=== block 1 ===
Figure 1. Gate-type map (block 1).
Bar = 10 um.
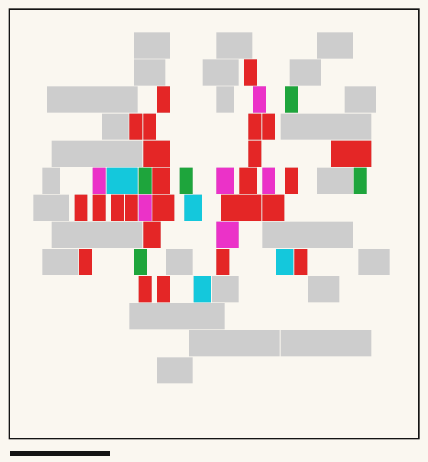

## src/rtl/coa_dec_pkg.sv

```systemverilog
// Shared COA decode/encode definitions: line count, code width and the
// code/line typedefs used by the 2-to-4 decoder and the 4-to-2 encoder queue.
package coa_dec_pkg;

    localparam int unsigned LINES  = 4;
    localparam int unsigned CODE_W = 2;

    typedef logic [CODE_W-1:0] code_t;
    typedef logic [LINES-1:0]  line_t;

endpackage : coa_dec_pkg

```

## src/rtl/pri_pick4.sv

```systemverilog
// Combinational 4-line picker.
//   mask  : candidate lines
//   start : first line scanned in round-robin mode (ignored when rr=0)
//   rr    : 0 = highest set line wins, 1 = first set line at/after start, wrapping
//   found : any line set in mask
//   idx   : index of the chosen line (0 when found=0)
module pri_pick4
    import coa_dec_pkg::*;
(
    input  line_t mask,
    input  code_t start,
    input  logic  rr,
    output logic  found,
    output code_t idx
);

    code_t pos;

    always_comb begin
        found = |mask;
        idx   = '0;
        pos   = '0;
        if (!rr) begin
            // Ascending scan: the last hit is the highest set line.
            for (int i = 0; i < int'(LINES); i++) begin
                if (mask[i]) idx = code_t'(i);
            end
        end else begin
            // Descending offset scan: the last hit is the nearest line at/after start.
            // pos wraps naturally in CODE_W bits.
            for (int k = int'(LINES) - 1; k >= 0; k--) begin
                pos = start + code_t'(k);
                if (mask[pos]) idx = pos;
            end
        end
    end

endmodule : pri_pick4

```

## src/rtl/enc4x2_queue.sv

```systemverilog
// Sequential 4-to-2 request encoder. Captures request pulses into a pending
// set and emits each pending line as a 2-bit code over valid/ready.
//   clk, rst_n          : clock, async active-low reset
//   Enable              : capture enable for req (draining continues when low)
//   req[3:0]            : request lines, bit i requests code i
//   out_valid/out_ready : output handshake
//   out_code[1:0]       : granted line index
//   pending[3:0]        : captured requests not yet in the output stage
//   overrun             : sticky, a request hit a line that was still pending
module enc4x2_queue
    import coa_dec_pkg::*;
#(
    parameter int unsigned RR_MODE = 0
)(
    input  logic  clk,
    input  logic  rst_n,
    input  logic  Enable,
    input  line_t req,
    output logic  out_valid,
    input  logic  out_ready,
    output code_t out_code,
    output line_t pending,
    output logic  overrun
);

    line_t pend_q, pend_d;
    logic  valid_q, valid_d;
    code_t code_q, code_d;
    logic  overrun_q, overrun_d;
    code_t last_q, last_d;

    logic  pick_found;
    code_t pick_idx;
    code_t scan_start;
    logic  load_en;
    line_t load_mask;
    line_t cap;

    assign scan_start = last_q + code_t'(1);

    pri_pick4 u_pick (
        .mask  (pend_q),
        .start (scan_start),
        .rr    (RR_MODE != 0),
        .found (pick_found),
        .idx   (pick_idx)
    );

    // Next-state: pending set, output stage, sticky overrun, round-robin pointer.
    always_comb begin
        cap       = Enable ? req : '0;
        load_en   = !valid_q || out_ready;
        load_mask = '0;
        valid_d   = valid_q;
        code_d    = code_q;
        last_d    = last_q;
        if (load_en && pick_found) begin
            load_mask = line_t'(1) << pick_idx;
        end
        // A fresh request on the line being loaded survives the clear.
        pend_d    = (pend_q & ~load_mask) | cap;
        overrun_d = overrun_q | (|(cap & pend_q & ~load_mask));
        if (load_en) begin
            valid_d = pick_found;
            if (pick_found) begin
                code_d = pick_idx;
                last_d = pick_idx;
            end
        end
    end

    // State registers.
    always_ff @(posedge clk or negedge rst_n) begin
        if (!rst_n) begin
            pend_q    <= '0;
            valid_q   <= 1'b0;
            code_q    <= '0;
            overrun_q <= 1'b0;
            last_q    <= code_t'(LINES - 1);
        end else begin
            pend_q    <= pend_d;
            valid_q   <= valid_d;
            code_q    <= code_d;
            overrun_q <= overrun_d;
            last_q    <= last_d;
        end
    end

    assign out_valid = valid_q;
    assign out_code  = code_q;
    assign pending   = pend_q;
    assign overrun   = overrun_q;

endmodule : enc4x2_queue

```

## config.mk

```make
export PLATFORM = sky130hd
export DESIGN_NAME = enc4x2_queue
export DESIGN_NICKNAME = d
export VERILOG_FILES = /design/src/rtl/coa_dec_pkg.sv /design/src/rtl/pri_pick4.sv /design/src/rtl/enc4x2_queue.sv
export SDC_FILE = /design/constraint.sdc
export NUM_CORES = 1
export LEC_CHECK = 0
export ABC_AREA = 1
export ABC_CLOCK_PERIOD_IN_PS = 2000
export CAP_MARGIN = 15
export CORE_AREA = 2 2 39 41
export CTS_CLUSTER_SIZE = 8
export DETAILED_ROUTE_END_ITERATION = 8
export DIE_AREA = 0 0 41 43
export GPL_ROUTABILITY_DRIVEN = 0
export GPL_TIMING_DRIVEN = 0
export HOLD_SLACK_MARGIN = 0.06
export PLACE_DENSITY = 0.58
export SETUP_SLACK_MARGIN = 0.4
export SLEW_MARGIN = 5
export SYNTH_ARGS = -nofsm -noshare
export SYNTH_HDL_FRONTEND = slang
export SYNTH_SLANG_ARGS = --single-unit
```

## constraint.sdc

```tcl
create_clock -name clk -period 2 [get_ports clk]
set_clock_uncertainty 0.15 [all_clocks]
set_input_delay 0.4 -clock clk [delete_from_list [all_inputs] [get_ports clk]]
set_output_delay 0.4 -clock clk [all_outputs]
set_load 0.02 [all_outputs]
```

=== block 2 ===
File: src/rtl/fifo_ctrl_64_32.sv
// Synchronous FIFO controller for an external 64x32 DFF register file.
// The register file has a one-cycle registered read port, so popped data arrives one cycle after the pop.
module fifo_ctrl_64_32 #(
  parameter int ADDR     = 6,
  parameter int WORDS    = 64,
  parameter int W_SIZE   = 32,
  parameter int AFULL_TH = 56
) (
  input  logic              fifo_clk,
  input  logic              fifo_rst_n,
  input  logic              fifo_clr,
  input  logic              fifo_push,
  input  logic [W_SIZE-1:0] fifo_wdata,
  input  logic              fifo_pop,
  output logic [W_SIZE-1:0] fifo_rdata,
  output logic              fifo_rvalid,
  output logic              fifo_full,
  output logic              fifo_empty,
  output logic              fifo_afull,
  output logic [ADDR:0]     fifo_count,
  output logic              fifo_ovf,
  output logic              fifo_udf,
  output logic              mem_wen,
  output logic [ADDR-1:0]   mem_waddr,
  output logic [W_SIZE-1:0] mem_wdata,
  output logic [ADDR-1:0]   mem_raddr,
  input  logic [W_SIZE-1:0] mem_rdata
);

  localparam logic [ADDR-1:0] LAST_PTR = ADDR'(WORDS - 1);
  localparam logic [ADDR:0]   FULL_CNT = (ADDR + 1)'(WORDS);
  localparam logic [ADDR:0]   AFULL_CNT = (ADDR + 1)'(AFULL_TH);

  logic [ADDR-1:0] wr_ptr;
  logic [ADDR-1:0] rd_ptr;
  logic [ADDR:0]   count;
  logic [ADDR:0]   count_nxt;
  logic            rvalid_p1;
  logic            ovf;
  logic            udf;
  logic            push_ok;
  logic            pop_ok;

  function automatic logic [ADDR-1:0] ptr_inc(input logic [ADDR-1:0] p);
    ptr_inc = (p == LAST_PTR) ? '0 : p + 1'b1;
  endfunction

  // Flags decode the registered count only.
  assign fifo_empty = (count == '0);
  assign fifo_full  = (count == FULL_CNT);
  assign fifo_afull = (count >= AFULL_CNT);
  assign fifo_count = count;
  assign fifo_ovf   = ovf;
  assign fifo_udf   = udf;

  // Gating with reset keeps the register file write-disabled while reset is held.
  assign pop_ok  = fifo_rst_n & fifo_pop & ~fifo_clr & ~fifo_empty;
  assign push_ok = fifo_rst_n & fifo_push & ~fifo_clr & (~fifo_full | pop_ok);

  assign mem_wen   = push_ok;
  assign mem_waddr = wr_ptr;
  assign mem_wdata = fifo_wdata;
  assign mem_raddr = rd_ptr;

  assign fifo_rdata  = mem_rdata;
  assign fifo_rvalid = rvalid_p1;

  always_comb begin
    count_nxt = count;
    case ({push_ok, pop_ok})
      2'b10:   count_nxt = count + 1'b1;
      2'b01:   count_nxt = count - 1'b1;
      default: count_nxt = count;
    endcase
  end

  // Stage p1: pointer/count update; rvalid_p1 lines up with the register file read latency.
  always_ff @(posedge fifo_clk or negedge fifo_rst_n) begin
    if (!fifo_rst_n) begin
      wr_ptr    <= '0;
      rd_ptr    <= '0;
      count     <= '0;
      rvalid_p1 <= 1'b0;
      ovf       <= 1'b0;
      udf       <= 1'b0;
    end else if (fifo_clr) begin
      wr_ptr    <= '0;
      rd_ptr    <= '0;
      count     <= '0;
      rvalid_p1 <= 1'b0;
      ovf       <= 1'b0;
      udf       <= 1'b0;
    end else begin
      if (push_ok) wr_ptr <= ptr_inc(wr_ptr);
      if (pop_ok)  rd_ptr <= ptr_inc(rd_ptr);
      count     <= count_nxt;
      rvalid_p1 <= pop_ok;
      if (fifo_push && !push_ok)   ovf <= 1'b1;
      if (fifo_pop  && fifo_empty) udf <= 1'b1;
    end
  end

endmodule
File: config.mk
export PLATFORM = sky130hd
export DESIGN_NAME = fifo_ctrl_64_32
export DESIGN_NICKNAME = d
export VERILOG_FILES = /design/src/rtl/fifo_ctrl_64_32.sv
export SDC_FILE = /design/constraint.sdc
export NUM_CORES = 1
export LEC_CHECK = 0
export ABC_AREA = 1
export CORE_ASPECT_RATIO = 1.75
export CORE_MARGIN = 5
export CORE_UTILIZATION = 35
export CTS_CLUSTER_SIZE = 14
export DETAILED_ROUTE_END_ITERATION = 10
export GPL_TIMING_DRIVEN = 1
export MAX_ROUTING_LAYER = met4
export PLACE_DENSITY = 0.87
export SYNTH_ARGS = -nofsm -noshare
export SYNTH_HDL_FRONTEND = slang
export SYNTH_SLANG_ARGS = --single-unit
File: constraint.sdc
create_clock -name fifo_clk -period 4.4 [get_ports fifo_clk]
set_input_delay 0.66 -clock fifo_clk [delete_from_list [all_inputs] [get_ports fifo_clk]]
set_output_delay 0.66 -clock fifo_clk [all_outputs]
set_load 0.01 [all_outputs]

## Gallery

Placement view.
(a)
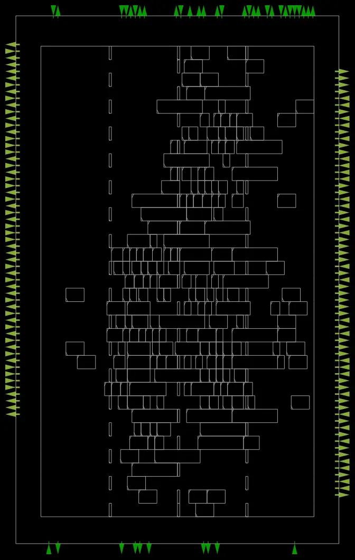
(b)
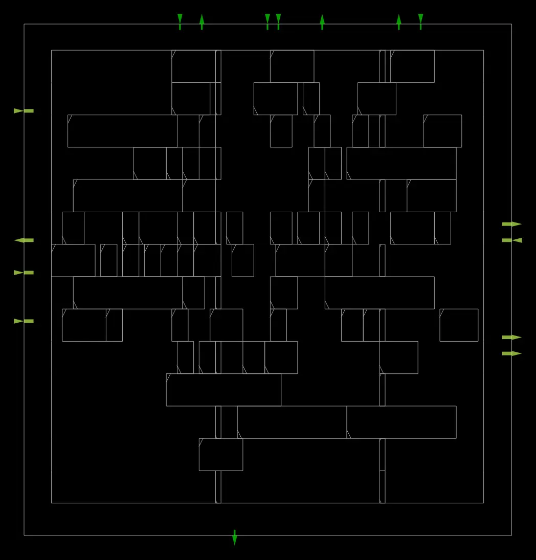
The one with the most cells is (a).
The one with the most sequential cells is (a).
(b): block 1
(a): block 2

Figure 2. Clock network drawn from the DEF (block 1).
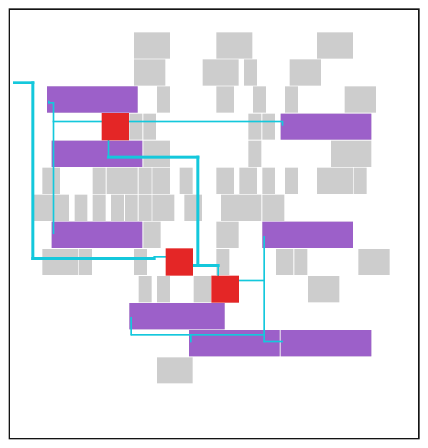
[purple] flip-flops | count: 8
[cyan] clock wires | length: 130 um
[red] cells driving clock nets | count: 3
routed clock nets: 4
clk latency late pin: 250 ps
Clock Power: 122 uW
Clk network pwr share: 23.6%

About Figure 1:
| color | family | cells | most used |
|---|---|---|---|
| green | inverters | 5 | inv_1 |
| red | NAND gates | 25 | nand2_1 |
| cyan | inverting AOI/OAI gates | 4 | o21ai_1 |
| magenta | NOR gates | 6 | nor2_1 |
fraction of area in multi-input gates: 30.2%
tally of non-filler cells in the final layout: 82

==> impl_metrics.json, block 1 <==
{
  "wl_met2_um": 371,
  "yosys.stat.chipArea_um2": 390,
  "synthMuxAreaShare_pct": 0,
  "top_area_cell": "dfrtp_1",
  "cp-startpoint": "pending[3]",
  "n_all_inverters": 5,
  "final_area_um2": 568,
  "die_h_um": 43,
  "crit_type": "register to output port",
  "yosysCellCount": 48,
  "p_leak_nw": 0.270,
  "cts_setup_buffers": 0,
  "m1WireLength_um": 372,
  "synth_area_um2": 390,
  "met2_usage_pct": 15.0,
  "synthArstFlopShare_pct": 100,
  "clock_buffers": 3,
  "final_common_cell": "nand2_1",
  "slowest_stage": "dfrtp_2",
  "cap_violations": 0,
  "grt_pass1_wl_mm": 1.30,
  "top_layer": "met4",
  "timing.rr.end": "overrun",
  "path_buffers": 1,
  "seq_power_share_pct": 43.9,
  "power_leader": "sequential cells",
  "placement.cell_area_um2": 561,
  "xor_share_pct": 0,
  "yosysSeqAreaShare_pct": 51.3,
  "largest_cell_class": "flip-flops and latches",
  "cp_top_family": "flip-flops",
  "drive_above_1_share_pct": 18.2,
  "die_w_um": 41,
  "syn2layout_area_growth_pct": 45.5,
  "max_stage_delay_ps": 440,
  "netlist_instances": 48,
  "largest_register_ffs": 4,
  "worstPathRequired_ps": 1450,
  "setup_violations": 0,
  "synth_flops": 8,
  "drt_iter0_drc": 3,
  "warning_count": 28,
  "p_sw_share_pct": 36.5,
  "placementRows": 14,
  "ioPinCount": 16,
  "synth_dominant_cell_count": "nand2_1",
  "status": "complete, no violations",
  "grtUsageTotal_pct": 11.9,
  "avgSynthCellArea_um2": 8.13,
  "yosys-top-cells-count": "nand2_1 (17), dfrtp_1 (8), inv_1 (4), nor2_1 (4), nand3_1 (3)"
}
## block 1: per-stage QoR
stage          worst slack [ps]  utilization, %
2_1_floorplan               798               -
3_3_place_gp                339            40.5
3_5_place_dp                329            40.5
4_1_cts                     338            41.5
5_1_grt                     396            41.0
6_report                    440            41.0
## block 1: logic make-up (layout without fill, tap and decap cells)
| kind of cell | Yosys count | in the layout |
|---|---|---|
| and+or+nand+nor | 31 | 31 |
| AOI/OAI and AO/OA | 4 | 4 |
| buffers and inverters | 5 | 23 |
| DFF | 8 | 8 |
Figure 3. Clock network drawn from the DEF (block 2).
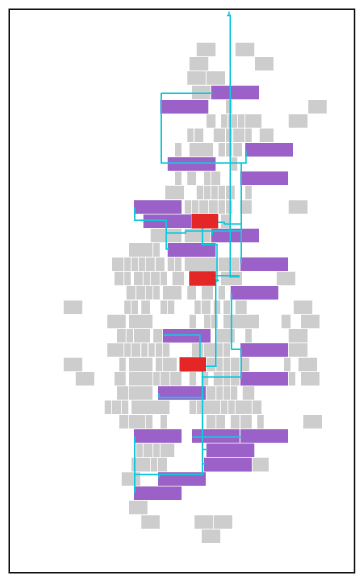
[red] cells driving clock nets | count: 3
[purple] flip-flops | count: 22
[cyan] clock wires | length: 300 um
routed clock nets: 4
clk latency late pin: 260 ps
Setup Skew: 3.23 ps

==> impl_metrics.json, block 2 <==
{
  "status": "complete, no violations",
  "top_cells_by_area": "dfrtp_1 (29%), buf_4 (26%), nand2_1 (6.8%)",
  "irDropWorstVdd_mv": 0.0975,
  "slew_violations": 0,
  "p_sw_share_pct": 33.9,
  "holdWs_ps": 488,
  "die-area_mm2": 0.00697,
  "top_layer": "met4",
  "hold_viol_final": 0,
  "comb_share_pct": 40.7,
  "drt-total-wl_mm": 4.03,
  "route.met3.wl_um": 282,
  "dp.final_hpwl_mm": 3.21,
  "xor_share_pct": 2.34,
  "grtUsageTotal_pct": 12.1,
  "hold_buffers": 0,
  "fp_util_pct": 35.6,
  "ctsLongestPathBuffers": 2,
  "p_leak_nw": 0.840,
  "clkCellAreaFrac_pct": 3.02,
  "min_path_cells": 1,
  "die_h_um": 107,
  "r2r-start": "fifo_count[0]",
  "setup_violations": 0,
  "synthAoiAreaFrac_pct": 10.7
}
-- block 2: cells in the mapped netlist (all sizes together) --
| cell type | instances |
|---|---|
| a21oi | 9 |
| a31oi | 1 |
| buf | 64 |
| clkbuf | 1 |
| dfrtp | 22 |
| fa | 1 |
| ha | 7 |
| inv | 26 |
| nand2 | 37 |
| nand3 | 19 |
| nand4 | 3 |
| nor2 | 18 |
| nor3 | 2 |
| o21a | 1 |
| o21ai | 14 |
| o21bai | 1 |
| o22ai | 4 |
| o311ai | 1 |
| o31ai | 1 |
| or2 | 1 |
| xnor2 | 2 |
| xor2 | 3 |


==> screenshots <==
Wire density map.
picture 1
8 x 9 tiles, from black (low) to pale yellow (high), scaled to the fullest tile. Values are wire area over tile area, all layers added.
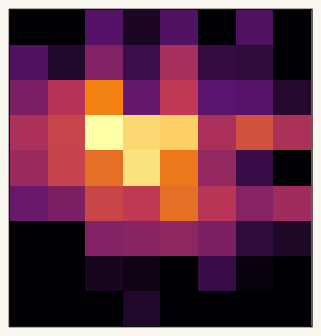
picture 2
13 x 21 tiles, from black (low) to pale yellow (high), scaled to the fullest tile. Values are wire area over tile area, all layers added.
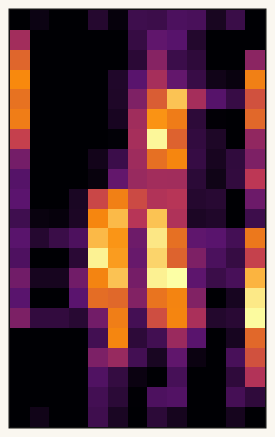
Picture 2 comes from block 2.
Picture 1 comes from block 1.

Power figures rest on the tool's default switching activity, not on a simulated workload.
